==================== block 1
==> block_1/class_map.png <==
Scale: 1 px per um. Fill, decap, tap and diode cells in gray.
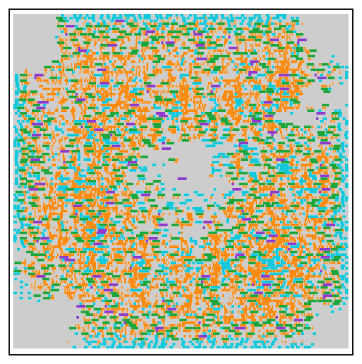

[src/rtl/rank_sort_if.sv]
// Handshake and result bus for rank_sort: start/rankIn go in, busy/done and
// the sorted value/index vectors come back. Clock and reset stay outside.
interface rank_sort_if #(
  parameter int N     = 16,
  parameter int WIDTH = 16,
  parameter int IDX_W = 4
) ();

  logic                 start;
  logic [N*WIDTH-1:0]   rankIn;
  logic                 busy;
  logic                 done;
  logic [N*WIDTH-1:0]   sortedVal;
  logic [N*IDX_W-1:0]   sortedIdx;

  // Requester side: issues start with a rank vector, observes the result.
  modport master (
    output start,
    output rankIn,
    input  busy,
    input  done,
    input  sortedVal,
    input  sortedIdx
  );

  // Sorter side.
  modport slave (
    input  start,
    input  rankIn,
    output busy,
    output done,
    output sortedVal,
    output sortedIdx
  );

endinterface

[src/rtl/rank_sort.sv]
// rank_sort: descending, stable sort of N unsigned rank values with their
// original node indices, using an odd-even transposition network that runs
// one phase per clock. N phases after start the result is published and
// done pulses for one cycle. The published result holds until the next one.
module rank_sort #(
  parameter int N     = 16,
  parameter int WIDTH = 16,
  parameter int IDX_W = 4
) (
  input  logic          clk,
  input  logic          reset,
  rank_sort_if.slave    bus
);

  localparam int PH_W = (N > 2) ? $clog2(N) : 1;

  typedef enum logic [1:0] {
    IDLE = 2'd0,
    SORT = 2'd1,
    DONE = 2'd2
  } state_t;

  state_t                       state;
  logic [PH_W-1:0]              phase;
  logic [N-1:0][WIDTH-1:0]      work_val;
  logic [N-1:0][IDX_W-1:0]      work_idx;
  logic [N-1:0][WIDTH-1:0]      nxt_val;
  logic [N-1:0][IDX_W-1:0]      nxt_idx;
  logic [N-2:0]                 swap;

  logic                         busy;
  logic                         done;
  logic [N-1:0][WIDTH-1:0]      sorted_val;
  logic [N-1:0][IDX_W-1:0]      sorted_idx;

  // Compare stage: pair (g, g+1) is active when its left slot parity matches
  // the phase parity. Swap only on strict less-than so that equal values
  // keep their original (ascending index) order.
  genvar g;
  for (g = 0; g < N - 1; g++) begin : g_cmp
    localparam bit PAR = bit'(g % 2);
    assign swap[g] = (phase[0] == PAR) && (work_val[g] < work_val[g+1]);
  end

  // Exchange stage: each slot takes its right neighbour if its own pair
  // swaps, its left neighbour if the pair to its left swaps, else itself.
  // Active pairs never overlap, so at most one of the two can be set.
  for (g = 0; g < N; g++) begin : g_slot
    if (g == 0) begin : g_first
      assign nxt_val[g] = swap[g] ? work_val[g+1] : work_val[g];
      assign nxt_idx[g] = swap[g] ? work_idx[g+1] : work_idx[g];
    end else if (g == N - 1) begin : g_last
      assign nxt_val[g] = swap[g-1] ? work_val[g-1] : work_val[g];
      assign nxt_idx[g] = swap[g-1] ? work_idx[g-1] : work_idx[g];
    end else begin : g_mid
      assign nxt_val[g] = swap[g]   ? work_val[g+1] :
                          swap[g-1] ? work_val[g-1] : work_val[g];
      assign nxt_idx[g] = swap[g]   ? work_idx[g+1] :
                          swap[g-1] ? work_idx[g-1] : work_idx[g];
    end
  end

  // Control FSM with working registers and registered outputs.
  always_ff @(posedge clk) begin
    if (!reset) begin
      state      <= IDLE;
      phase      <= '0;
      work_val   <= '0;
      work_idx   <= '0;
      busy       <= 1'b0;
      done       <= 1'b0;
      sorted_val <= '0;
      sorted_idx <= '0;
    end else begin
      case (state)
        IDLE: begin
          done <= 1'b0;
          if (bus.start) begin
            // Capture the rank vector once; later rankIn changes are ignored.
            work_val <= bus.rankIn;
            for (int i = 0; i < N; i++) begin
              work_idx[i] <= IDX_W'(i);
            end
            phase <= '0;
            busy  <= 1'b1;
            state <= SORT;
          end else begin
            busy  <= 1'b0;
            state <= IDLE;
          end
        end

        SORT: begin
          work_val <= nxt_val;
          work_idx <= nxt_idx;
          if (phase == PH_W'(N - 1)) begin
            // Last phase: publish the network output directly.
            sorted_val <= nxt_val;
            sorted_idx <= nxt_idx;
            busy       <= 1'b0;
            done       <= 1'b1;
            state      <= DONE;
          end else begin
            phase <= phase + PH_W'(1);
            busy  <= 1'b1;
            done  <= 1'b0;
            state <= SORT;
          end
        end

        DONE: begin
          // start is not sampled here; the next request is taken in IDLE.
          done  <= 1'b0;
          busy  <= 1'b0;
          state <= IDLE;
        end

        default: begin
          busy  <= 1'b0;
          done  <= 1'b0;
          state <= IDLE;
        end
      endcase
    end
  end

  assign bus.busy      = busy;
  assign bus.done      = done;
  assign bus.sortedVal = sorted_val;
  assign bus.sortedIdx = sorted_idx;

endmodule

[src/flat_wrapper.sv]
// flat-port wrapper written by rule: the top's interface ports become plain ports
module rank_sort_flat 
#(
  parameter int N     = 16,
  parameter int WIDTH = 16,
  parameter int IDX_W = 4
)
  (clk, reset, bus_start, bus_rankIn, bus_busy, bus_done, bus_sortedVal, bus_sortedIdx);
  rank_sort_if #(.N(N), .WIDTH(WIDTH), .IDX_W(IDX_W)) bus_i ();
  input  logic clk;
  input  logic reset;
  input wire logic [$bits(bus_i.start)-1:0] bus_start;
  input wire logic [$bits(bus_i.rankIn)-1:0] bus_rankIn;
  output wire logic [$bits(bus_i.busy)-1:0] bus_busy;
  output wire logic [$bits(bus_i.done)-1:0] bus_done;
  output wire logic [$bits(bus_i.sortedVal)-1:0] bus_sortedVal;
  output wire logic [$bits(bus_i.sortedIdx)-1:0] bus_sortedIdx;
  assign bus_i.start = bus_start;
  assign bus_i.rankIn = bus_rankIn;
  assign bus_busy = bus_i.busy;
  assign bus_done = bus_i.done;
  assign bus_sortedVal = bus_i.sortedVal;
  assign bus_sortedIdx = bus_i.sortedIdx;
  rank_sort #(.N(N), .WIDTH(WIDTH), .IDX_W(IDX_W)) u_core (.clk(clk), .reset(reset), .bus(bus_i));
endmodule
[config.mk]
export PLATFORM = sky130hd
export DESIGN_NAME = rank_sort_flat
export DESIGN_NICKNAME = d
export VERILOG_FILES = /design/src/rtl/rank_sort_if.sv /design/src/rtl/rank_sort.sv /design/src/flat_wrapper.sv
export SDC_FILE = /design/constraint.sdc
export NUM_CORES = 2
export LEC_CHECK = 0
export ABC_AREA = 1
export CAP_MARGIN = 20
export CORE_AREA = 3 3 339 341
export CTS_BUF_LIST = sky130_fd_sc_hd__clkbuf_16
export CTS_CLUSTER_DIAMETER = 200
export DETAILED_ROUTE_END_ITERATION = 8
export DIE_AREA = 0 0 342 344
export SETUP_SLACK_MARGIN = 0.5
export SYNTH_ARGS = -nofsm -noshare
export SYNTH_HDL_FRONTEND = slang
export SYNTH_SLANG_ARGS = --single-unit
[constraint.sdc]
create_clock -name clk -period 2.31 [get_ports clk]
set_input_delay 0.693 -clock clk [delete_from_list [all_inputs] [get_ports clk]]
set_output_delay 0.693 -clock clk [all_outputs]
set_load 0.01 [all_outputs]
==================== block 2
[config.mk]
export PLATFORM = sky130hd
export DESIGN_NAME = duty_cycle_wave_gen
export DESIGN_NICKNAME = d
export VERILOG_FILES = /design/src/rtl/duty_cycle_wave_gen.sv
export SDC_FILE = /design/constraint.sdc
export NUM_CORES = 1
export LEC_CHECK = 0
export ABC_AREA = 1
export CAP_MARGIN = 20
export CORE_AREA = 8 8 64 88
export DETAILED_ROUTE_END_ITERATION = 6
export DIE_AREA = 0 0 72 96
export PLACE_DENSITY_LB_ADDON = 0.25
export RECOVER_POWER = 50
export SKIP_LAST_GASP = 1
export SLEW_MARGIN = 20
export SYNTH_ARGS = -nofsm -noshare
export SYNTH_HDL_FRONTEND = slang
export SYNTH_SLANG_ARGS = --single-unit
[constraint.sdc]
create_clock -name clock -period 3 [get_ports clock]
set_input_delay 0.6 -clock clock [delete_from_list [all_inputs] [get_ports clock]]
set_output_delay 0.6 -clock clock [all_outputs]
set_load 0.1 [all_outputs]
[src/rtl/duty_cycle_wave_gen.sv]
`default_nettype none
// ============================================================================
//  Module   : duty_cycle_wave_gen
//  Purpose  : Prescaled-phase PWM generator with a shadowed duty register,
//             square-wave and DAC-code outputs, and a period-start strobe.
//  Revision : 1.0  initial release
// ============================================================================
module duty_cycle_wave_gen #(
    parameter int PHASE_STEPS = 100,
    parameter int RESET_DUTY  = 50,
    parameter int DAC_HIGH    = 4095
) (
    input  logic        clock,
    input  logic        reset,
    input  logic        enable,
    input  logic [15:0] step_div,
    input  logic [6:0]  dutyCycle,
    output logic        wave_out,
    output logic [11:0] dac_out,
    output logic        period_start,
    output logic [6:0]  duty_latched
);

    localparam logic [6:0]  c_PHASE_STEPS = 7'(PHASE_STEPS);
    localparam logic [6:0]  c_PHASE_LAST  = 7'(PHASE_STEPS - 1);
    localparam logic [6:0]  c_RESET_DUTY  = 7'(RESET_DUTY);
    localparam logic [11:0] c_DAC_HIGH    = 12'(DAC_HIGH);

    // Declaration values match the reset values so nothing moves before reset.
    logic [15:0] r_pre_cnt      = '0;
    logic [6:0]  r_phase        = '0;
    logic [6:0]  r_duty_sh      = c_RESET_DUTY;
    logic        r_wave         = 1'b0;
    logic [11:0] r_dac          = '0;
    logic        r_period_start = 1'b0;

    logic       w_tick;
    logic       w_wrap;
    logic       w_high;
    logic [6:0] w_duty_req;

    // >= rather than == so a step_div shrink below the count wraps at once.
    assign w_tick     = enable && (r_pre_cnt >= step_div);
    assign w_wrap     = w_tick && (r_phase == c_PHASE_LAST);
    assign w_high     = (r_phase < r_duty_sh);
    assign w_duty_req = (dutyCycle > c_PHASE_STEPS) ? c_PHASE_STEPS : dutyCycle;

    always_ff @(posedge clock) begin
        if (reset) begin
            r_pre_cnt      <= '0;
            r_phase        <= '0;
            r_duty_sh      <= c_RESET_DUTY;
            r_wave         <= 1'b0;
            r_dac          <= '0;
            r_period_start <= 1'b0;
        end else if (enable) begin
            r_wave         <= w_high;
            r_dac          <= w_high ? c_DAC_HIGH : 12'd0;
            r_period_start <= w_wrap;
            if (w_tick) begin
                r_pre_cnt <= '0;
                if (w_wrap) begin
                    r_phase   <= '0;
                    r_duty_sh <= w_duty_req;
                end else begin
                    r_phase <= r_phase + 7'd1;
                end
            end else begin
                r_pre_cnt <= r_pre_cnt + 16'd1;
            end
        end else begin
            r_period_start <= 1'b0;
        end
    end

    assign wave_out     = r_wave;
    assign dac_out      = r_dac;
    assign period_start = r_period_start;
    assign duty_latched = r_duty_sh;

endmodule
`default_nettype wire

==================== block 3
## config.mk

```make
export PLATFORM = sky130hd
export DESIGN_NAME = parking_flash_ctrl
export DESIGN_NICKNAME = d
export VERILOG_FILES = /design/src/rtl/parking_flash_ctrl.sv
export SDC_FILE = /design/constraint.sdc
export NUM_CORES = 1
export LEC_CHECK = 0
export CORE_MARGIN = 2
export CORE_UTILIZATION = 40
export DETAILED_ROUTE_END_ITERATION = 8
export SYNTH_ARGS = -nofsm -noshare
export SYNTH_HDL_FRONTEND = slang
export SYNTH_SLANG_ARGS = --single-unit
```

## constraint.sdc

```tcl
create_clock -name clk -period 1.9 [get_ports clk]
set_input_delay 0.38 -clock clk [delete_from_list [all_inputs] [get_ports clk]]
set_output_delay 0.38 -clock clk [all_outputs]
set_load 0.05 [all_outputs]
```

## src/rtl/parking_flash_ctrl.sv

```systemverilog
// parking_flash_ctrl: multi-channel status indicator flasher sharing one blink prescaler.
module parking_flash_ctrl #(
   parameter int N_CH        = 4,
   parameter int HALF_PERIOD = 15000000,
   parameter int TOGGLES     = 7,
   parameter int RETRIGGER   = 1
) (
   input  logic            clk,
   input  logic            rst_n,
   input  logic [N_CH-1:0] status,
   input  logic [N_CH-1:0] trigger,
   input  logic [N_CH-1:0] cont,
   output logic [N_CH-1:0] led,
   output logic [N_CH-1:0] busy,
   output logic [N_CH-1:0] done
);
   localparam int TW = $clog2(HALF_PERIOD);
   localparam int CW = $clog2(TOGGLES + 1);
   typedef enum logic {IDLE, FLASH} state_t;
   logic [TW-1:0]   timer_q, timer_d;
   logic            tick;
   state_t          state_q [N_CH];
   state_t          state_d [N_CH];
   logic [CW-1:0]   cnt_q [N_CH];
   logic [CW-1:0]   cnt_d [N_CH];
   logic [N_CH-1:0] led_q, led_d, done_q, done_d;
   assign led  = led_q;
   assign done = done_q;
   always_comb begin
      tick    = timer_q == TW'(HALF_PERIOD - 1);
      timer_d = tick ? '0 : timer_q + 1'b1;
      busy    = '0;
      led_d   = led_q;
      done_d  = '0;
      for (int i = 0; i < N_CH; i++) begin
         state_d[i] = state_q[i];
         cnt_d[i]   = cnt_q[i];
         busy[i]    = state_q[i] == FLASH;
         if (state_q[i] == IDLE) begin
            led_d[i] = status[i];
            if (trigger[i] && status[i]) begin
               state_d[i] = FLASH;
               cnt_d[i]   = CW'(TOGGLES);
               led_d[i]   = 1'b1;
            end
         end else if (!status[i]) begin
            state_d[i] = IDLE;
            led_d[i]   = 1'b0;
         end else if (trigger[i] && RETRIGGER != 0) begin
            cnt_d[i] = CW'(TOGGLES);
         end else if (tick) begin
            // a frozen (cont) burst never completes, it only keeps toggling
            if (cnt_q[i] == CW'(1) && !cont[i]) begin
               state_d[i] = IDLE;
               led_d[i]   = status[i];
               done_d[i]  = 1'b1;
            end else begin
               led_d[i] = ~led_q[i];
               cnt_d[i] = cont[i] ? cnt_q[i] : cnt_q[i] - 1'b1;
            end
         end
      end
   end
   always_ff @(posedge clk) begin
      if (!rst_n) begin
         timer_q <= '0;
         led_q   <= '0;
         done_q  <= '0;
         for (int i = 0; i < N_CH; i++) begin
            state_q[i] <= IDLE;
            cnt_q[i]   <= '0;
         end
      end else begin
         timer_q <= timer_d;
         led_q   <= led_d;
         done_q  <= done_d;
         for (int i = 0; i < N_CH; i++) begin
            state_q[i] <= state_d[i];
            cnt_q[i]   <= cnt_d[i];
         end
      end
   end
endmodule
```

==> block_1/m1.png <==
Scale: 1.5 px per um.
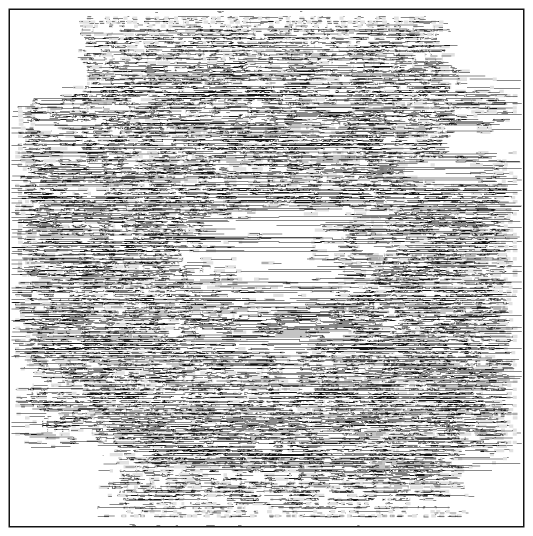
The longest straight run is 128 um. The layer holds 42% of the routed length. 7,019 nets have wire on it.
drt total wl: 193 mm
via count: 46,200
grt met1 use: 40.9%

About block_1/class_map.png:
Cyan stands for remaining buffers and delay cells, cells 1,224. Green stands for registers, cells 647. Purple stands for clock drivers and dummy loads, cells 149. Orange stands for remaining logic cells, cells 5,049.
post-layout util: 52.2%
flop share of the area: 23.0%

==> qor.yml, block 1 <==
grt_pass1_vias: 43300
setup_ws_ns: 0.0843
powerComb_mw: 20.6
dr.pass1.iters: 6
final_layout_top_logic_cells: "1,308 x nand2_1, 858 x nand3_1, 636 x inv_1, 506 x nor2_1, 438 x buf_4"
path_depth: 14
hold_violations: 0
r2r_setup_slack_ns: 0.08
maxSlewViolCount: 0
regArea_um2: 13500
portBuffers: 580
clk_share_pct: 4.60
yosysTopAreaCellShare_pct: 33.1
cts_hold_buf: 0
wl_met3_mm: 15.8
grt_max_degree: 171
area_growth_pct: 49.7
critical_path_class: "reg -> reg"
htreeDepth: 3
hp-class: "in -> reg"
area_leaders: "dfxtp_1 33%, nand2_1 14%, nand3_1 13%, ha_1 7.2%, inv_1 6.9%"
power.switching_mw: 18.1
rsz0062_at_grt: "yes"
ys_area_um2: 39100
grt-ovfl-total: 0
fillers: 11000
outcome: "complete, no violations"
cts_resized: 948
reg2reg_depth: 14
logic_gates: 4310
cts_buffer_depth: 3
min_from: "reset"
-- block 1: worst max path at each step --
stage | startpoint | to | slack, ns
final | u_core.work_val[84] | u_core.bus.sortedVal[90] | 0.08
after global routing | u_core.work_val[222] | u_core.bus.sortedVal[201] | -0.008
after CTS | u_core.work_val[69] | u_core.bus.sortedVal[71] | 0.17
after detailed placement | u_core.phase[0] | u_core.bus.sortedVal[126] | -0.21
after global placement | u_core.phase[0] | u_core.bus.sortedVal[126] | -0.24
after floorplan | u_core.work_val[53] | u_core.bus.sortedIdx[12] | 0.38
-- block 1: Yosys cell counts (all sizes together) (27+ instances only) --
master,count
o21a,35
nand2,1434
nor2,539
clkbuf,215
o22ai,136
or2,32
ha,226
o211ai,81
buf,187
nand3,982
dfxtp,647
a21oi,357
a21o,27
inv,732
o21ai,410
-- block 1: cell families (layout without fill, tap and decap cells) --
group,count (synthesis),in the layout,synth area share [%]
xor gates and xnor gates,1,1,0.0224
adders and majority gates,226,226,7.22
DFF,647,647,33.1
AOI/OAI and AO/OA,1069,1069,15.3
buffers and inverters,1140,2112,11.7
and+or+nand+nor,3009,3014,32.6
other,0,1,0
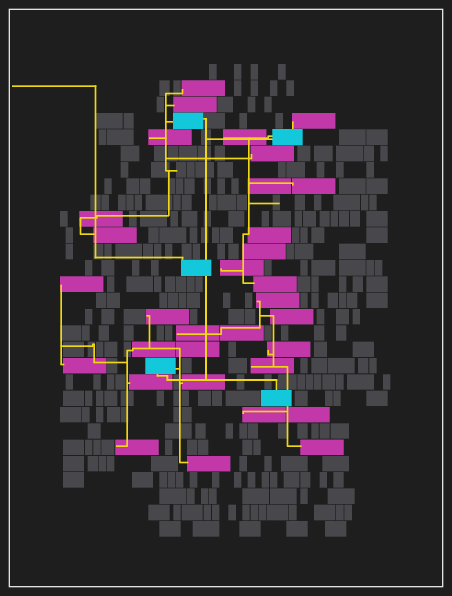
(block_2/clock_wires.png)
Scale: 6 px per um.
Magenta stands for flip-flops, count 32. Yellow stands for clock wires, length 423 um. Cyan stands for clock-net drivers, count 5.
There are 6 routed clock nets.
clock share of power: 33.3%
Final Skew: 0.00609 ns

==> qor.yml, block 2 <==
outcome: "complete, no violations"
critPathArrivalTime_ns: 2.69
clock_buffers: 6
std_cell_rows: 29
final_cells: 393
worstPathCellList: "dlygate4sd3_1 -> inv_1 -> ha_1 -> a21oi_1 -> o21ai_0 -> a21oi_1 -> nand2_1 -> nand2_1 -> nand2_2 -> nor3_1"
critPathMaxFanout: 16
grt_pass1_vias: 1831
fp_nets: 343
cts_buffer_depth: 2
taps: 62
reg2reg_depth: 13
ys_cells: 293
dp_hpwl_mm: 3.65
mux_area_share_pct: 0
grt_max_degree: 17
seq_area_share_pct: 25.7
core-area_um2: 4390
final_core_util_pct: 56.7
vias: 1915
gp_congestion: 0.802
period_used_pct: 83.1
## block 2: where the power goes
group	total, mW	leakage [nW]	internal (mW)	switching (mW)
clock network	0.305	0.0410	0.157	0.148
registers	0.434	0.258	0.428	0.00548
logic	0.177	0.894	0.0493	0.127
## block 2: sequential cells by signal, summed over array words and instances (netlist names)
signal        cells
r_pre_cnt        16
duty_latched      7
r_phase           7
dac_out           1
period_start      1
## block 2: synthesized netlist by cell type, types with 2 or more instances
cell	instances
nand4_1	13
a21oi_1	22
nor3_1	7
clkbuf_1	3
xnor2_1	3
inv_1	41
nand2_1	54
nand2_2	4
buf_4	14
a31oi_1	2
nand3_1	15
xor2_1	8
nor2_1	29
o21ai_0	5
nand3b_1	2
ha_1	24
dfxtp_1	32
## block 2: cells in the final DEF, fill, tap and decap left out, types with 2 or more instances in the layout
cell type,instances
nand2_1,55
inv_1,41
dfxtp_1,32
nor2_1,29
ha_1,24
clkdlybuf4s50_1,24
clkbuf_1,23
a21oi_1,22
nand3_1,15
nand4_1,13
xor2_1,8
nor3_1,7
o21ai_0,5
clkbuf_8,5
nand2_2,3
xnor2_1,3
nand3b_1,2
a31oi_1,2
buf_4,2
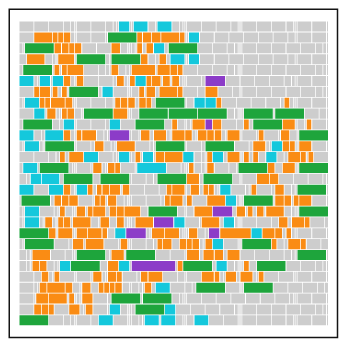
(block_3/class_map.png)
Scale: 4 px per um. Fill, decap, tap and diode cells in gray.
Green stands for registers, cells 48. Orange stands for remaining logic cells, cells 222. Cyan stands for remaining buffers and delay cells, cells 54. Purple stands for clock drivers and dummy loads, cells 8.
post-layout util: 51.5%
area of the core: 5890 um2
flop share of the area: 31.7%
Core Rows: 28

==> qor.yml, block 3 <==
timing.fmax_ghz: 0.545
cp_slowest_cell: "clkdlybuf4s50_1"
numSequentialCells: 48
outcome: "complete, no violations"
hold_end: "led[0]"
clk_share_pct: 3.67
netlist-cell-type-count: 45
taps: 75
track_usage_pct: 16.7
hold_ws_ns: 0.519
avgViaCountPerCell: 5.18
ys_cells: 282
mi_logic_area_um2: 1350
cts_buffers: 5
gp_congestion: 0.856
largest_cell_class: "combinational gates"
p_leak_nw: 1.15
r2r_start: "timer_q[10]"
area_growth_pct: 25.7
setup_ws_ns: 0.0651
ff_type: "dfxtp_1"
p_seq_share_pct: 52.0
path_depth: 1
cpLargestDelayFamily: "buffers and inverters"
whs_path_depth: 1
remaining_drc_errors: 0
swShare_pct: 25.0
skew_ns: 0.0102
clock_buffers: 5
ys_warn_count: 0
comb_share_pct: 44.4
met2_usage_pct: 26.0
vias: 2108
power.switching_mw: 0.511
finalCriticalPeriod_ns: 1.83
power.internal_mw: 1.53
dp_hpwl_mm: 3.87
edf_count: 0
inverters: 12
worst_pin_slew_ns: 0.505
power_mw: 2.04
fillers: 584
die-area_um2: 6670
cap_viol_max_count: 0
ir_worst_vdd_mv: 0.319
grt-busiest-layer: "met2"
die_y_um: 81.7
hold_violations: 0
cp.required_ns: 1.52
comb_power_share_pct: 11.3
final_layout_top_logic_cells: "48 x dfxtp_1, 33 x buf_4, 30 x nor2_1, 29 x nand2_1, 18 x clkdlybuf4s50_1"
antenna_found_initial: 0
grt_pass1_vias: 1879
ioPinCount: 26
min_from: "state_q[0]"
htreeDepth: 2
critPathBufInv: 1
final_net_count: 354
critPathMaxFanout: 3
layout-drive-gt1-share_pct: 17.5
first_iter_violations: 93
fp_nets: 305
[block 3: power by group through the flow]
stage	Sequential (mW)	Combinational (mW)	Clock (mW)
floorplan	1.10	0.123	0
global placement	1.09	0.232	0
detailed placement	1.09	0.233	0
CTS	1.06	0.234	0.773
global route	1.07	0.259	0.810
finish	1.06	0.232	0.749
[block 3: kinds of logic after synthesis]
logic type      count (synthesis)  share of synthesized area (%)
buf+inv                        24                           4.82
simple gates                  132                           29.8
xor+xnor                       22                           7.99
fa+ha+maj                       9                           4.67
compound gates                 42                           10.8
flops                          48                           39.8
mux                             5                           2.07
[block 3: synth_stat cells (8+ instances only)]
library cell	n	area [um2]
ha_1	9	113
xor2_1	13	114
a21oi_1	16	80.1
nand2_1	29	109
nor4_1	9	56.3
inv_1	12	45.0
nand3_1	12	60.1
o21ai_0	14	70.1
xnor2_1	9	78.8
nor2_1	30	113
and3_1	8	50.1
dfxtp_1	48	961
nor3_1	14	70.1
[block 3: flip-flops by register name, indices dropped and copies added (netlist names)]
register	flops
cnt_q	12
state_q	4
timer_q	24
done	4
led	4

==================== block 4
==> block_4/clock_wires.png <==
Scale: 6 px per um.
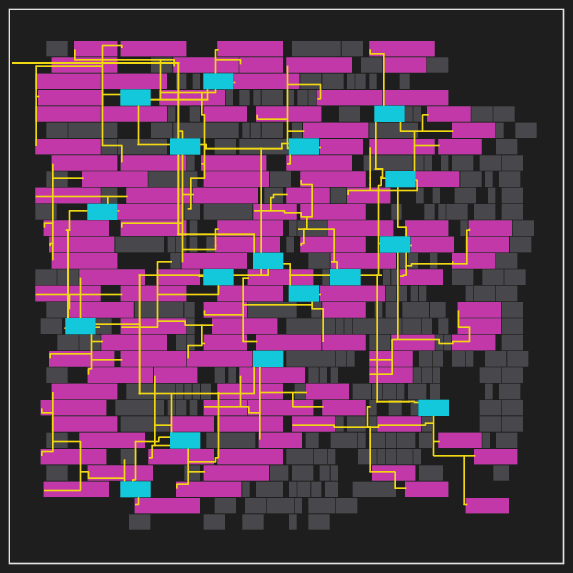

**src/rtl/alu_cmd_issuer.sv**
```systemverilog
// alu_cmd_issuer: buffers ALU commands in a small FIFO, drives each onto the
// combinational ALU for SETTLE_CYCLES, captures the result and returns it in
// order over a valid/ready response stream.
// Optional build macro: ALU_CHECK_EN adds rsp_mismatch / err_count reference checking.
module alu_cmd_issuer #(
    parameter int unsigned DATA_W        = 8,
    parameter int unsigned DEPTH         = 4,
    parameter int unsigned SETTLE_CYCLES = 2
) (
    input  logic              clk,
    input  logic              rst,
    input  logic              cmd_valid,
    output logic              cmd_ready,
    input  logic [DATA_W-1:0] cmd_a,
    input  logic [DATA_W-1:0] cmd_b,
    input  logic [1:0]        cmd_op,
    output logic [DATA_W-1:0] alu_a,
    output logic [DATA_W-1:0] alu_b,
    output logic [1:0]        alu_op_code,
    input  logic [DATA_W-1:0] alu_result,
    output logic              rsp_valid,
    input  logic              rsp_ready,
    output logic [DATA_W-1:0] rsp_result,
    output logic [1:0]        rsp_op,
`ifdef ALU_CHECK_EN
    output logic              rsp_mismatch,
    output logic [7:0]        err_count,
`endif
    output logic              busy
);

    localparam int unsigned PTR_W  = (DEPTH < 2) ? 1 : $clog2(DEPTH);
    localparam int unsigned FILL_W = PTR_W + 1;
    localparam int unsigned CNT_W  = (SETTLE_CYCLES < 2) ? 1 : $clog2(SETTLE_CYCLES + 1);

    typedef struct packed {
        logic [DATA_W-1:0] a;
        logic [DATA_W-1:0] b;
        logic [1:0]        op;
    } cmd_t;

    typedef enum logic [1:0] {
        ST_IDLE  = 2'd0,
        ST_DRIVE = 2'd1,
        ST_RESP  = 2'd2
    } state_t;

    state_t            state_q, state_d;
    cmd_t              mem_q [DEPTH];
    cmd_t              mem_d [DEPTH];
    logic [PTR_W-1:0]  wr_ptr_q, wr_ptr_d;
    logic [PTR_W-1:0]  rd_ptr_q, rd_ptr_d;
    logic [FILL_W-1:0] count_q, count_d;
    logic [CNT_W-1:0]  cnt_q, cnt_d;
    logic              cmd_ready_q, cmd_ready_d;
    logic              busy_q, busy_d;
    logic [DATA_W-1:0] alu_a_q, alu_a_d;
    logic [DATA_W-1:0] alu_b_q, alu_b_d;
    logic [1:0]        alu_op_q, alu_op_d;
    logic              rsp_valid_q, rsp_valid_d;
    logic [DATA_W-1:0] rsp_result_q, rsp_result_d;
    logic [1:0]        rsp_op_q, rsp_op_d;
    logic              push, pop;
    cmd_t              head;
`ifdef ALU_CHECK_EN
    logic              mismatch_q, mismatch_d;
    logic [7:0]        err_q, err_d;

    // Reference ALU: modulo 2^DATA_W arithmetic on the driven operands
    function automatic logic [DATA_W-1:0] alu_model(input logic [DATA_W-1:0] a,
                                                     input logic [DATA_W-1:0] b,
                                                     input logic [1:0]        op);
        logic [DATA_W-1:0] r;
        unique case (op)
            2'b00:   r = a + b;
            2'b01:   r = a - b;
            2'b10:   r = a & b;
            default: r = a | b;
        endcase
        return r;
    endfunction
`endif

    assign head = mem_q[rd_ptr_q];

    // Next-state, FIFO bookkeeping and output register inputs
    always_comb begin
        state_d      = state_q;
        mem_d        = mem_q;
        wr_ptr_d     = wr_ptr_q;
        rd_ptr_d     = rd_ptr_q;
        count_d      = count_q;
        cnt_d        = cnt_q;
        alu_a_d      = alu_a_q;
        alu_b_d      = alu_b_q;
        alu_op_d     = alu_op_q;
        rsp_valid_d  = rsp_valid_q;
        rsp_result_d = rsp_result_q;
        rsp_op_d     = rsp_op_q;
        pop          = 1'b0;
        push         = cmd_valid && cmd_ready_q;
`ifdef ALU_CHECK_EN
        mismatch_d   = mismatch_q;
        err_d        = err_q;
`endif

        unique case (state_q)
            ST_IDLE: begin
                if (count_q != FILL_W'(0)) begin
                    pop      = 1'b1;
                    alu_a_d  = head.a;
                    alu_b_d  = head.b;
                    alu_op_d = head.op;
                    cnt_d    = CNT_W'(SETTLE_CYCLES);
                    state_d  = ST_DRIVE;
                end
            end
            ST_DRIVE: begin
                cnt_d = cnt_q - CNT_W'(1);
                if (cnt_q == CNT_W'(1)) begin
                    rsp_result_d = alu_result;
                    rsp_op_d     = alu_op_q;
                    rsp_valid_d  = 1'b1;
                    state_d      = ST_RESP;
`ifdef ALU_CHECK_EN
                    mismatch_d = (alu_result != alu_model(alu_a_q, alu_b_q, alu_op_q));
                    if (mismatch_d && (err_q != 8'hFF)) begin
                        err_d = err_q + 8'(1);
                    end
`endif
                end
            end
            ST_RESP: begin
                if (rsp_valid_q && rsp_ready) begin
                    rsp_valid_d = 1'b0;
                    state_d     = ST_IDLE;
                end
            end
            default: state_d = ST_IDLE;
        endcase

        if (push) begin
            mem_d[wr_ptr_q] = '{a: cmd_a, b: cmd_b, op: cmd_op};
            wr_ptr_d        = wr_ptr_q + PTR_W'(1);
        end
        if (pop) begin
            rd_ptr_d = rd_ptr_q + PTR_W'(1);
        end
        unique case ({push, pop})
            2'b10:   count_d = count_q + FILL_W'(1);
            2'b01:   count_d = count_q - FILL_W'(1);
            default: count_d = count_q;
        endcase

        cmd_ready_d = (count_d != FILL_W'(DEPTH));
        busy_d      = (state_d != ST_IDLE) || (count_d != FILL_W'(0));
    end

    // Control and output registers with synchronous reset
    always_ff @(posedge clk) begin
        if (rst) begin
            state_q      <= ST_IDLE;
            wr_ptr_q     <= '0;
            rd_ptr_q     <= '0;
            count_q      <= '0;
            cnt_q        <= '0;
            cmd_ready_q  <= 1'b1;
            busy_q       <= 1'b0;
            alu_a_q      <= '0;
            alu_b_q      <= '0;
            alu_op_q     <= '0;
            rsp_valid_q  <= 1'b0;
            rsp_result_q <= '0;
            rsp_op_q     <= '0;
`ifdef ALU_CHECK_EN
            mismatch_q   <= 1'b0;
            err_q        <= '0;
`endif
        end else begin
            state_q      <= state_d;
            wr_ptr_q     <= wr_ptr_d;
            rd_ptr_q     <= rd_ptr_d;
            count_q      <= count_d;
            cnt_q        <= cnt_d;
            cmd_ready_q  <= cmd_ready_d;
            busy_q       <= busy_d;
            alu_a_q      <= alu_a_d;
            alu_b_q      <= alu_b_d;
            alu_op_q     <= alu_op_d;
            rsp_valid_q  <= rsp_valid_d;
            rsp_result_q <= rsp_result_d;
            rsp_op_q     <= rsp_op_d;
`ifdef ALU_CHECK_EN
            mismatch_q   <= mismatch_d;
            err_q        <= err_d;
`endif
        end
    end

    // FIFO storage; contents are don't-care while the count is zero
    always_ff @(posedge clk) begin
        mem_q <= mem_d;
    end

    assign cmd_ready   = cmd_ready_q;
    assign busy        = busy_q;
    assign alu_a       = alu_a_q;
    assign alu_b       = alu_b_q;
    assign alu_op_code = alu_op_q;
    assign rsp_valid   = rsp_valid_q;
    assign rsp_result  = rsp_result_q;
    assign rsp_op      = rsp_op_q;
`ifdef ALU_CHECK_EN
    assign rsp_mismatch = mismatch_q;
    assign err_count    = err_q;
`endif

endmodule

```
**config.mk**
```make
export PLATFORM = sky130hd
export DESIGN_NAME = alu_cmd_issuer
export DESIGN_NICKNAME = d
export VERILOG_FILES = /design/src/rtl/alu_cmd_issuer.sv
export SDC_FILE = /design/constraint.sdc
export NUM_CORES = 1
export LEC_CHECK = 0
export CAP_MARGIN = 15
export CORE_MARGIN = 4
export CORE_UTILIZATION = 60
export CTS_BUF_LIST = sky130_fd_sc_hd__clkbuf_4 sky130_fd_sc_hd__clkbuf_8
export CTS_CLUSTER_DIAMETER = 150
export CTS_CLUSTER_SIZE = 28
export DETAILED_ROUTE_END_ITERATION = 10
export PLACE_DENSITY = 0.87
export SYNTH_ARGS = -nofsm -noshare
export SYNTH_HDL_FRONTEND = slang
export SYNTH_SLANG_ARGS = --single-unit
```
**constraint.sdc**
```tcl
create_clock -name clk -period 6.1 [get_ports clk]
set_input_delay 1.22 -clock clk [delete_from_list [all_inputs] [get_ports clk]]
set_output_delay 1.22 -clock clk [all_outputs]
set_load 0.05 [all_outputs]
```
==================== block 5
`config.mk`:
```
export PLATFORM = sky130hd
export DESIGN_NAME = word_packer_4to1_flat
export DESIGN_NICKNAME = d
export VERILOG_FILES = /design/src/rtl/word_packer_4to1_if.sv /design/src/rtl/word_packer_4to1.sv /design/src/flat_wrapper.sv
export SDC_FILE = /design/constraint.sdc
export NUM_CORES = 1
export LEC_CHECK = 0
export CORE_ASPECT_RATIO = 1.5
export CORE_MARGIN = 3
export CORE_UTILIZATION = 30
export DETAILED_ROUTE_END_ITERATION = 8
export PLACE_DENSITY = 0.59
export SKIP_CTS_REPAIR_TIMING = 1
export SLEW_MARGIN = 20
export SYNTH_ARGS = -nofsm -noshare
export SYNTH_HDL_FRONTEND = slang
export SYNTH_SLANG_ARGS = --single-unit
```
`constraint.sdc`:
```
create_clock -name clk -period 10.7 [get_ports clk]
set_input_delay 2.14 -clock clk [delete_from_list [all_inputs] [get_ports clk]]
set_output_delay 2.14 -clock clk [all_outputs]
set_load 0.005 [all_outputs]
```
`src/rtl/word_packer_4to1_if.sv`:
```
// Handshake bundle for word_packer_4to1.
//   in_data/in_valid/in_ready      : word-wide producer side
//   out_data/out_valid/out_ready   : line-wide consumer side (line = 4 * WORD_W)
//   word_cnt                       : lanes filled in the current partial line
//   flush                          : present only when PACKER_FLUSH_EN is defined
// Modports: slave = packer view, master = producer/consumer (environment) view.
interface word_packer_4to1_if #(
  parameter int unsigned WORD_W = 32
);
  logic [WORD_W-1:0]   in_data;
  logic                in_valid;
  logic                in_ready;
  logic [4*WORD_W-1:0] out_data;
  logic                out_valid;
  logic                out_ready;
  logic [1:0]          word_cnt;
`ifdef PACKER_FLUSH_EN
  logic                flush;
`endif

  modport slave (
`ifdef PACKER_FLUSH_EN
    input  flush,
`endif
    input  in_data,
    input  in_valid,
    input  out_ready,
    output in_ready,
    output out_data,
    output out_valid,
    output word_cnt
  );

  modport master (
`ifdef PACKER_FLUSH_EN
    output flush,
`endif
    output in_data,
    output in_valid,
    output out_ready,
    input  in_ready,
    input  out_data,
    input  out_valid,
    input  word_cnt
  );
endinterface

```
`src/rtl/word_packer_4to1.sv`:
```
// word_packer_4to1: packs a stream of WORD_W-bit words into 4*WORD_W-bit lines.
// Word k of a line lands in out_data[WORD_W*k +: WORD_W]. A one-line output buffer
// lets the next line fill while the previous one waits for the consumer.
// Ports:
//   clk  : rising-edge clock
//   rst  : asynchronous, active-high reset
//   bus  : word_packer_4to1_if.slave (word input, line output, word_cnt, flush)
// Optional feature: define PACKER_FLUSH_EN to enable the flush input, which emits a
// partial line (unfilled lanes zero), deferring it while the output slot is busy.
module word_packer_4to1 #(
  parameter int unsigned WORD_W = 32
) (
  input logic               clk,
  input logic               rst,
  word_packer_4to1_if.slave bus
);

  logic [2:0][WORD_W-1:0] acc_q, acc_d;
  logic [1:0]             cnt_q, cnt_d;
  logic [4*WORD_W-1:0]    out_q, out_d;
  logic                   ov_q, ov_d;
  logic                   slot_free;
  logic                   accept;
  logic                   in_ready;
`ifdef PACKER_FLUSH_EN
  logic                   pend_q, pend_d;
`endif

  assign slot_free = !ov_q || bus.out_ready;

`ifdef PACKER_FLUSH_EN
  assign in_ready = ((cnt_q != 2'd3) || slot_free) && !pend_q;
`else
  assign in_ready = (cnt_q != 2'd3) || slot_free;
`endif

  assign accept = bus.in_valid && in_ready;

  always_comb begin
    acc_d = acc_q;
    cnt_d = cnt_q;
    out_d = out_q;
    ov_d  = ov_q;
`ifdef PACKER_FLUSH_EN
    pend_d = pend_q;
`endif
    if (accept && (cnt_q == 2'd3)) begin
      // Full line; a simultaneous output transfer is covered since ov stays set.
      out_d = {bus.in_data, acc_q};
      ov_d  = 1'b1;
      cnt_d = 2'd0;
      acc_d = '0;
`ifdef PACKER_FLUSH_EN
      pend_d = 1'b0;
`endif
    end else begin
      if (accept) begin
        acc_d[cnt_q] = bus.in_data;
        cnt_d        = cnt_q + 2'd1;
      end
      if (ov_q && bus.out_ready) begin
        ov_d = 1'b0;
      end
`ifdef PACKER_FLUSH_EN
      // acc_d already holds the word accepted this cycle; lanes not yet written are
      // zero because the accumulator is cleared whenever a line leaves.
      if ((bus.flush || pend_q) && ((cnt_q != 2'd0) || accept)) begin
        if (slot_free) begin
          out_d  = {{WORD_W{1'b0}}, acc_d};
          ov_d   = 1'b1;
          cnt_d  = 2'd0;
          acc_d  = '0;
          pend_d = 1'b0;
        end else begin
          pend_d = 1'b1;
        end
      end
`endif
    end
  end

  always_ff @(posedge clk or posedge rst) begin
    if (rst) begin
      acc_q <= '0;
      cnt_q <= 2'd0;
      out_q <= '0;
      ov_q  <= 1'b0;
`ifdef PACKER_FLUSH_EN
      pend_q <= 1'b0;
`endif
    end else begin
      acc_q <= acc_d;
      cnt_q <= cnt_d;
      out_q <= out_d;
      ov_q  <= ov_d;
`ifdef PACKER_FLUSH_EN
      pend_q <= pend_d;
`endif
    end
  end

  assign bus.in_ready  = in_ready;
  assign bus.out_data  = out_q;
  assign bus.out_valid = ov_q;
  assign bus.word_cnt  = cnt_q;

endmodule

```
`src/flat_wrapper.sv`:
```
// flat-port wrapper written by rule: the top's interface ports become plain ports
module word_packer_4to1_flat 
#(
  parameter int unsigned WORD_W = 32
)
  (clk, rst, bus_in_data, bus_in_valid, bus_out_ready, bus_in_ready, bus_out_data, bus_out_valid, bus_word_cnt);
  word_packer_4to1_if #(.WORD_W(WORD_W)) bus_i ();
  input logic clk;
  input logic rst;
  input wire logic [$bits(bus_i.in_data)-1:0] bus_in_data;
  input wire logic [$bits(bus_i.in_valid)-1:0] bus_in_valid;
  input wire logic [$bits(bus_i.out_ready)-1:0] bus_out_ready;
  output wire logic [$bits(bus_i.in_ready)-1:0] bus_in_ready;
  output wire logic [$bits(bus_i.out_data)-1:0] bus_out_data;
  output wire logic [$bits(bus_i.out_valid)-1:0] bus_out_valid;
  output wire logic [$bits(bus_i.word_cnt)-1:0] bus_word_cnt;
  assign bus_i.in_data = bus_in_data;
  assign bus_i.in_valid = bus_in_valid;
  assign bus_i.out_ready = bus_out_ready;
  assign bus_in_ready = bus_i.in_ready;
  assign bus_out_data = bus_i.out_data;
  assign bus_out_valid = bus_i.out_valid;
  assign bus_word_cnt = bus_i.word_cnt;
  word_packer_4to1 #(.WORD_W(WORD_W)) u_core (.clk(clk), .rst(rst), .bus(bus_i));
endmodule
```
==================== block 6
## src/rtl/c2_and_pkg.sv

```systemverilog
// Shared types and constants for the c2_and_unit execution slice.
package c2_and_pkg;

    localparam int DATA_W = 8;

    localparam logic [DATA_W-1:0] C2_OVF_VAL = 8'h80;
    localparam logic [DATA_W-1:0] BYTE_TRUE  = 8'h01;

    typedef enum logic [1:0] {
        OP_C2       = 2'b00,
        OP_AND_BIT  = 2'b01,
        OP_AND_BYTE = 2'b10,
        OP_RSVD     = 2'b11
    } op_e;

    typedef struct packed {
        logic zero;
        logic neg;
        logic ovf;
    } flags_t;

endpackage

```

## src/rtl/c2_and_core.sv

```systemverilog
// Combinational datapath: next result and next status flags for one operation.
module c2_and_core
    import c2_and_pkg::*;
(
    input  logic [1:0]        i_op,
    input  logic [DATA_W-1:0] i_bin1,
    input  logic [DATA_W-1:0] i_bin2,
    output logic [DATA_W-1:0] o_result,
    output flags_t            o_flags
);

    logic [DATA_W-1:0] w_result;
    logic              w_ovf;

    always_comb begin
        w_result = '0;
        w_ovf    = 1'b0;
        case (op_e'(i_op))
            OP_C2: begin
                w_result = ~i_bin1 + 8'd1;
                w_ovf    = (i_bin1 == C2_OVF_VAL);
            end
            OP_AND_BIT:  w_result = i_bin1 & i_bin2;
            OP_AND_BYTE: w_result = ((i_bin1 != '0) && (i_bin2 != '0)) ? BYTE_TRUE : '0;
            default:     w_result = '0;
        endcase
    end

    assign o_result     = w_result;
    assign o_flags.zero = (w_result == '0);
    assign o_flags.neg  = w_result[DATA_W-1];
    assign o_flags.ovf  = w_ovf;

endmodule

```

## src/rtl/c2_and_unit.sv

```systemverilog
// Single-cycle registered C2 / bitwise AND / logical AND slice.
// Status flag registers are only built when C2AND_FLAGS_EN is defined.
module c2_and_unit
    import c2_and_pkg::*;
(
    input  logic              clk,
    input  logic              reset,
    input  logic              in_valid,
    input  logic [1:0]        op,
    input  logic [DATA_W-1:0] bin1,
    input  logic [DATA_W-1:0] bin2,
    output logic              out_valid,
    output logic [DATA_W-1:0] result,
    output logic              flag_zero,
    output logic              flag_neg,
    output logic              flag_ovf
);

    logic [DATA_W-1:0] w_result;
    flags_t            w_flags;
    logic              r_valid;
    logic [DATA_W-1:0] r_result;

    c2_and_core u_core (
        .i_op     (op),
        .i_bin1   (bin1),
        .i_bin2   (bin2),
        .o_result (w_result),
        .o_flags  (w_flags)
    );

    // Result holds across idle cycles; only reset or a new valid op changes it.
    always_ff @(posedge clk) begin
        if (reset) begin
            r_valid  <= 1'b0;
            r_result <= '0;
        end else begin
            r_valid <= in_valid;
            if (in_valid) r_result <= w_result;
        end
    end

    assign out_valid = r_valid;
    assign result    = r_result;

`ifdef C2AND_FLAGS_EN
    flags_t r_flags;

    always_ff @(posedge clk) begin
        if (reset) begin
            r_flags <= '0;
        end else if (in_valid) begin
            r_flags <= w_flags;
        end
    end

    assign flag_zero = r_flags.zero;
    assign flag_neg  = r_flags.neg;
    assign flag_ovf  = r_flags.ovf;
`else
    logic w_unused_flags;
    assign w_unused_flags = ^w_flags;

    assign flag_zero = 1'b0;
    assign flag_neg  = 1'b0;
    assign flag_ovf  = 1'b0;
`endif

endmodule

```

## config.mk

```make
export PLATFORM = sky130hd
export DESIGN_NAME = c2_and_unit
export DESIGN_NICKNAME = d
export VERILOG_FILES = /design/src/rtl/c2_and_pkg.sv /design/src/rtl/c2_and_core.sv /design/src/rtl/c2_and_unit.sv
export SDC_FILE = /design/constraint.sdc
export NUM_CORES = 1
export LEC_CHECK = 0
export ABC_AREA = 1
export CAP_MARGIN = 20
export CORE_MARGIN = 1.5
export CORE_UTILIZATION = 34
export CTS_CLUSTER_DIAMETER = 200
export CTS_CLUSTER_SIZE = 10
export DETAILED_ROUTE_END_ITERATION = 10
export PLACE_DENSITY_LB_ADDON = 0.3
export REMOVE_ABC_BUFFERS = 1
export SLEW_MARGIN = 10
export SYNTH_ARGS = -nofsm -noshare
export SYNTH_HDL_FRONTEND = slang
export SYNTH_SLANG_ARGS = --single-unit
```

## constraint.sdc

```tcl
create_clock -name clk -period 0.89 [get_ports clk]
set_input_delay 0.178 -clock clk [delete_from_list [all_inputs] [get_ports clk]]
set_output_delay 0.178 -clock clk [all_outputs]
set_load 0.05 [all_outputs]
```

==> block_4/class_map.png <==
Scale: 4 px per um. Fill, decap, tap and diode cells in gray.
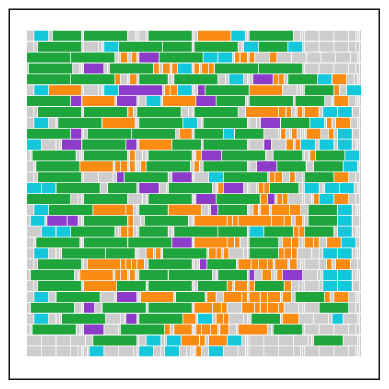
Cyan stands for remaining buffers and delay cells, cells 62. Green stands for registers, cells 114. Purple stands for clock drivers and dummy loads, cells 32. Orange stands for remaining logic cells, cells 156.
area of the core: 6830 um2
post-layout util: 77.2%
Core Rows: 30
Final Instance Area: 5270 um2
flop share of the area: 57.0%

About block_4/clock_wires.png:
Magenta stands for flip-flops, count 114. Yellow stands for clock wires, length 1,190 um. Cyan stands for clock-net drivers, count 17.
There are 18 routed clock nets.
clock share of power: 24.8%
clock group power: 0.623 mW
clk latency of the worst-skew pair: 0.42 ns
Final Skew: 0.0107 ns

==> qor.yml, block 4 <==
outcome: "complete, no violations"
period_used_pct: 53.6
clk_share_pct: 6.76
hold_violations: 0
ys_ff: 114
met3_usage_pct: 7.55
aoi_share_pct: 4.10
ioPinCount: 61
slew_headroom_pct: 34.1
fillers: 415
placed_cell_area_um2: 4910
htreeDepth: 4
worstPathCellList: "nor2_1 -> nand2_2 -> inv_1 -> ha_1 -> inv_1 -> fa_1 -> xor2_1 -> or3_2 -> a21oi_1 -> nand2_1"
grt_pass1_vias: 2622
crit_top_cell: "inv_1"
final_common_cell: "edfxtp_1"
power.switching_mw: 0.881
rsz0062_at_grt: "no"
antenna_found_initial: 0
powerComb_mw: 0.836
r2r_setup_slack_ns: 2.83
die_y_um: 92.1
cap_viol_max_count: 0
grtUsageMet1_pct: 24.2
fp_nets: 320
cpLargestDelayFamily: "simple AND/OR/NAND/NOR gates"
whs_path_depth: 2
critPathMaxStageDelay_ns: 0.66
track_usage_pct: 21.6
dp_cells: 428
mux_area_share_pct: 11.9
die-area_um2: 8490
finalCriticalPeriod_ns: 3.27
[block 4: cells in the mapped netlist]
master	n	area share [%]
a211oi_1	1	0.18
a21oi_1	27	3.2
a22o_1	1	0.21
a311oi_1	1	0.21
and2_1	1	0.15
and3_1	4	0.59
buf_2	6	0.71
buf_4	3	0.53
clkbuf_1	4	0.35
dfxtp_1	42	20
edfxtp_1	72	51
fa_1	1	0.47
ha_1	6	1.8
inv_1	7	0.62
mux2i_1	10	2.4
mux4_2	18	9.5
nand2_1	40	3.5
nand2_2	1	0.15
nand2b_1	2	0.29
nand3_1	2	0.24
nand3b_1	1	0.18
nor2_1	22	1.9
nor2b_1	1	0.15
o21ai_0	1	0.12
o21ai_2	1	0.21
or3_1	1	0.15
or3_2	1	0.18
or3_4	1	0.27
xnor2_1	2	0.41
xor2_1	3	0.62
[block 4: sequential cells by signal, indices dropped and copies added, names as in the netlist, 3 cells and up]
name        flops
alu_a           8
mem_q          72
count_q         3
rsp_result      8
alu_b           8
[block 4: metal layers]
| metal | up-vias | share of wire (%) |
|---|---|---|
| met5 | - | 0 |
| met2 | 79 | 53 |
| li1 | 1173 | - |
| met4 | 0 | 1.7 |
| met3 | 15 | 5.2 |
| met1 | 1232 | 40 |
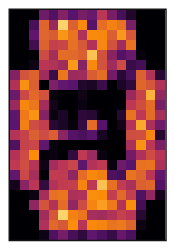
(block_5/util_map.png)
Scale: 1 px per um. The die is cut into 16 by 23 equal tiles; black is low, pale yellow is high, 0 to 100% covered.
4.3% of the tiles are over 75% full. The emptiest ninth of the die: center. The mean over all tiles is 34%.
area of the core: 32,700 um2
post-layout util: 39.0%
Pre-Place Util: 30.6%

==> qor.yml, block 5 <==
outcome: "complete, no violations"
htreeDepth: 1
endpoint_kind: "output port"
cp_slowest_cell: "clkdlybuf4s50_1"
die_w_um: 155
setup_viol: 0
pg_seq_mw: 1.59
synth_async_sr_flop_share_pct: 100
dpl_worst_slack_ns: 5.26
dp_hpwl_mm: 14.6
power.density_nw_per_um2: 338
maxSlewViolCount: 0
cts_buffers: 24
clkSinkCount: 227
slew_headroom_pct: 28.9
gp_congestion: 0.706
n_all_buffers: 175
cts_buffer_depth: 3
grt_max_degree: 98
r2r_start: "u_core.bus.word_cnt[0]"
rsz0062_at_grt: "no"
clock_latency_ns: 0.53
block 5: metal layers:
metal / global-route usage (%) / part of all wire (%)
met5: 0 / 0
met4: 3.81 / 1.6
met3: 2.37 / 4.4
met2: 24.0 / 50
met1: 19.3 / 44
block 5: worst max-delay path by stage:
stage | start | end | slack, ns | cells after the start
floorplan | rst | u_core.acc_q[0] | 2.34 | 1
global placement | bus_out_ready | bus_in_ready | 5.27 | 3
detailed placement | bus_out_ready | bus_in_ready | 5.26 | 3
CTS | bus_out_ready | bus_in_ready | 5.25 | 3
global route | bus_out_ready | bus_in_ready | 5.22 | 3
finish | bus_out_ready | bus_in_ready | 5.26 | 3
block 5: placed cells by master (no fill, tap or decap), types with 3 or more instances in the layout:
| cell | count |
|---|---|
| ha_2 | 3 |
| inv_1 | 3 |
| a31oi_1 | 33 |
| nor2b_1 | 96 |
| clkbuf_8 | 3 |
| a21oi_1 | 65 |
| mux2_4 | 109 |
| clkbuf_16 | 25 |
| clkinv_2 | 9 |
| bufinv_16 | 4 |
| mux2_2 | 20 |
| clkdlybuf4s50_1 | 166 |
| buf_4 | 7 |
| dfrtp_1 | 227 |
| o2bb2ai_1 | 96 |
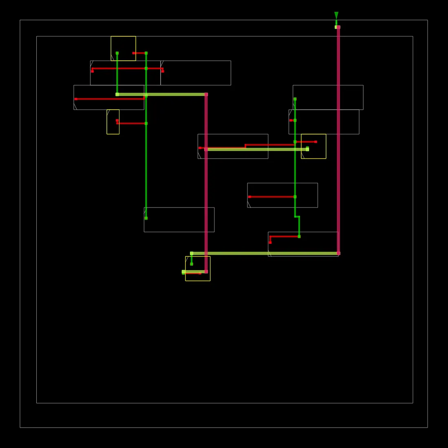
(block_6/clock_nets.png)
# clk buffers: 4
clk sinks: 9

==> qor.yml, block 6 <==
cts_tree: "built"
hp-class: "in -> reg"
power_mw: 1.29
synth_async_sr_flop_share_pct: 0
largest_cell_class: "buffers"
area_growth_pct: 98.8
comb_share_pct: 35.6
layout-drive-gt1-share_pct: 50.7
met2_usage_pct: 39.7
regArea_um2: 191
gp_congestion: 0.795
yosysMostFrequentCell: "nand2_1"
netlist-cell-type-count: 24
drt-total-wl_mm: 2.10
setup_tns_ns: -0.447
setup_ws_ns: -0.0653
critical_path_class: "reg -> out"
grt_pass1_wl_mm: 3.08
violations: "setup timing"
aoi_share_pct: 21.4
grt-ovfl-total: 0
numSequentialCells: 9
cts_buffer_depth: 2
grtUsageMet1_pct: 22.7
hold_ws_ns: 0.235
rsz0062_at_grt: "yes"
common_cells: "19 x nand2_1, 11 x inv_1, 10 x nor2_1"
first_iter_violations: 5
final_core_util_pct: 70.9
mux_area_share_pct: 0
mi_logic_area_um2: 432
ioPinCount: 33
outcome: "complete, but fails checks"
htreeDepth: 1
cpLargestDelayFamily: "flip-flops"
edf_count: 0
hold_violations: 0
critPathMaxStageDelay_ns: 0.36
taps: 25
ys_top_logic_family: "simple AND/OR/NAND/NOR gates"
met3_usage_pct: 7.60
clockRootBuffer: "clkbuf_4"
start_kind: "flop"
setup_viol: 9
avgViaCountPerCell: 4.74
critPathMaxFanout: 2
yosysTopAreaCellShare_pct: 29.6
std_cell_rows: 15
block 6: cell usage in the layout (no fill, tap or decap), types with 3 or more instances in the layout:
cell type,synthesis,final
buf_4,3,17
nand2_1,19,16
dfxtp_2,0,9
buf_12,0,9
nand3_1,8,7
nor2_1,10,7
inv_2,0,6
o21ai_0,7,6
buf_2,0,5
dlygate4sd2_1,0,5
dlymetal6s2s_1,0,5
inv_1,11,4
nor2_4,1,4
a21oi_1,5,4
a31oi_1,4,3
conb_1,1,3
clkbuf_4,0,3
clkbuf_2,0,3
block 6: path summary, 6_finish.rpt:
path,from,cells past startpoint,end,slack [ns]
worst min-delay path,bin2[2],3,result[2],0.23
worst max-delay path,result[7],1,result[7],-0.07
worst min register to register,result[1],2,result[1],0.49
worst max register to register,result[3],2,result[3],0.18
block 6: report_power, final:
part	internal, mW	switching (mW)	leakage (nW)
Sequential	0.430	0.0229	0.0774
Combinational	0.238	0.271	0.491
Clock	0.174	0.158	0.0150
Total	0.842	0.452	0.584
block 6: flip-flops by register name (all words and copies together) (netlist names):
name,count
out_valid,1
result,8
block 6: routing by layer:
layer  part of all wire (%)  vias up
met2                     51       30
li1                       -      401
met4                    2.9        0
met1                     41      354
met3                    5.9        7
met5                      0        -


==> gallery <==
Clock distribution.
picture 1
Scale: 12 px per um.
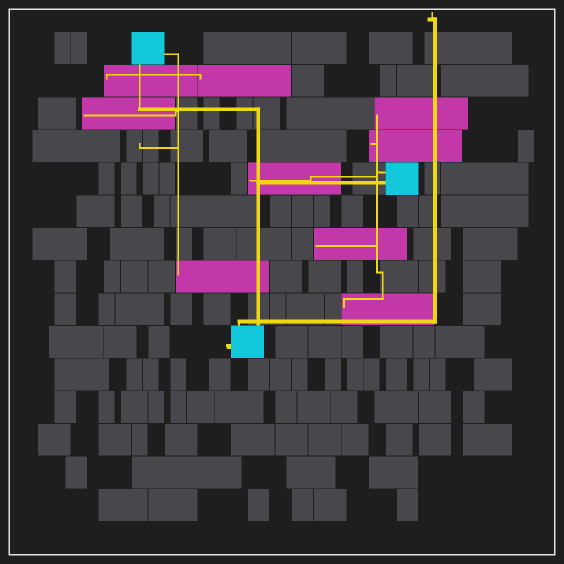
picture 2
Scale: 2 px per um.
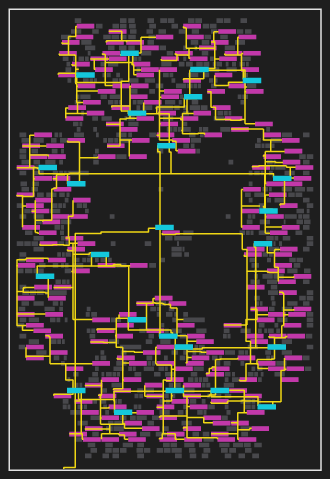
picture 3
Scale: 1.5 px per um.
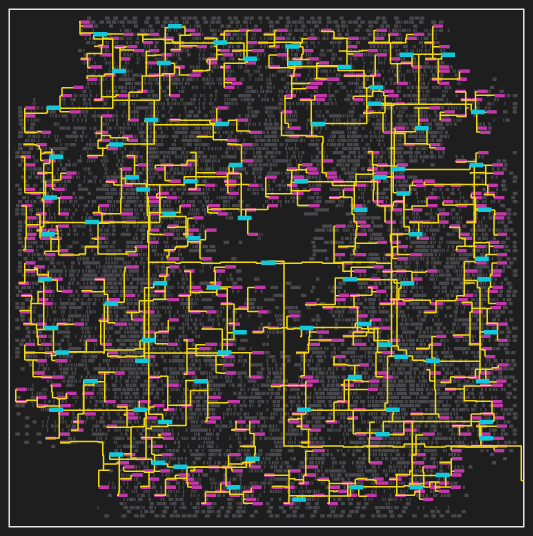
picture 4
Scale: 6 px per um.
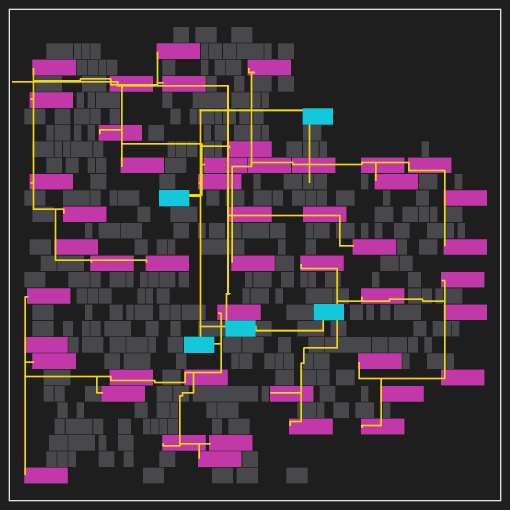
- block 6 = picture 1
- block 1 = picture 3
- block 3 = picture 4
- block 5 = picture 2
The one with the most sequential cells is picture 3.
The one with the largest die is picture 3.

Power and IR drop assume default switching activity.
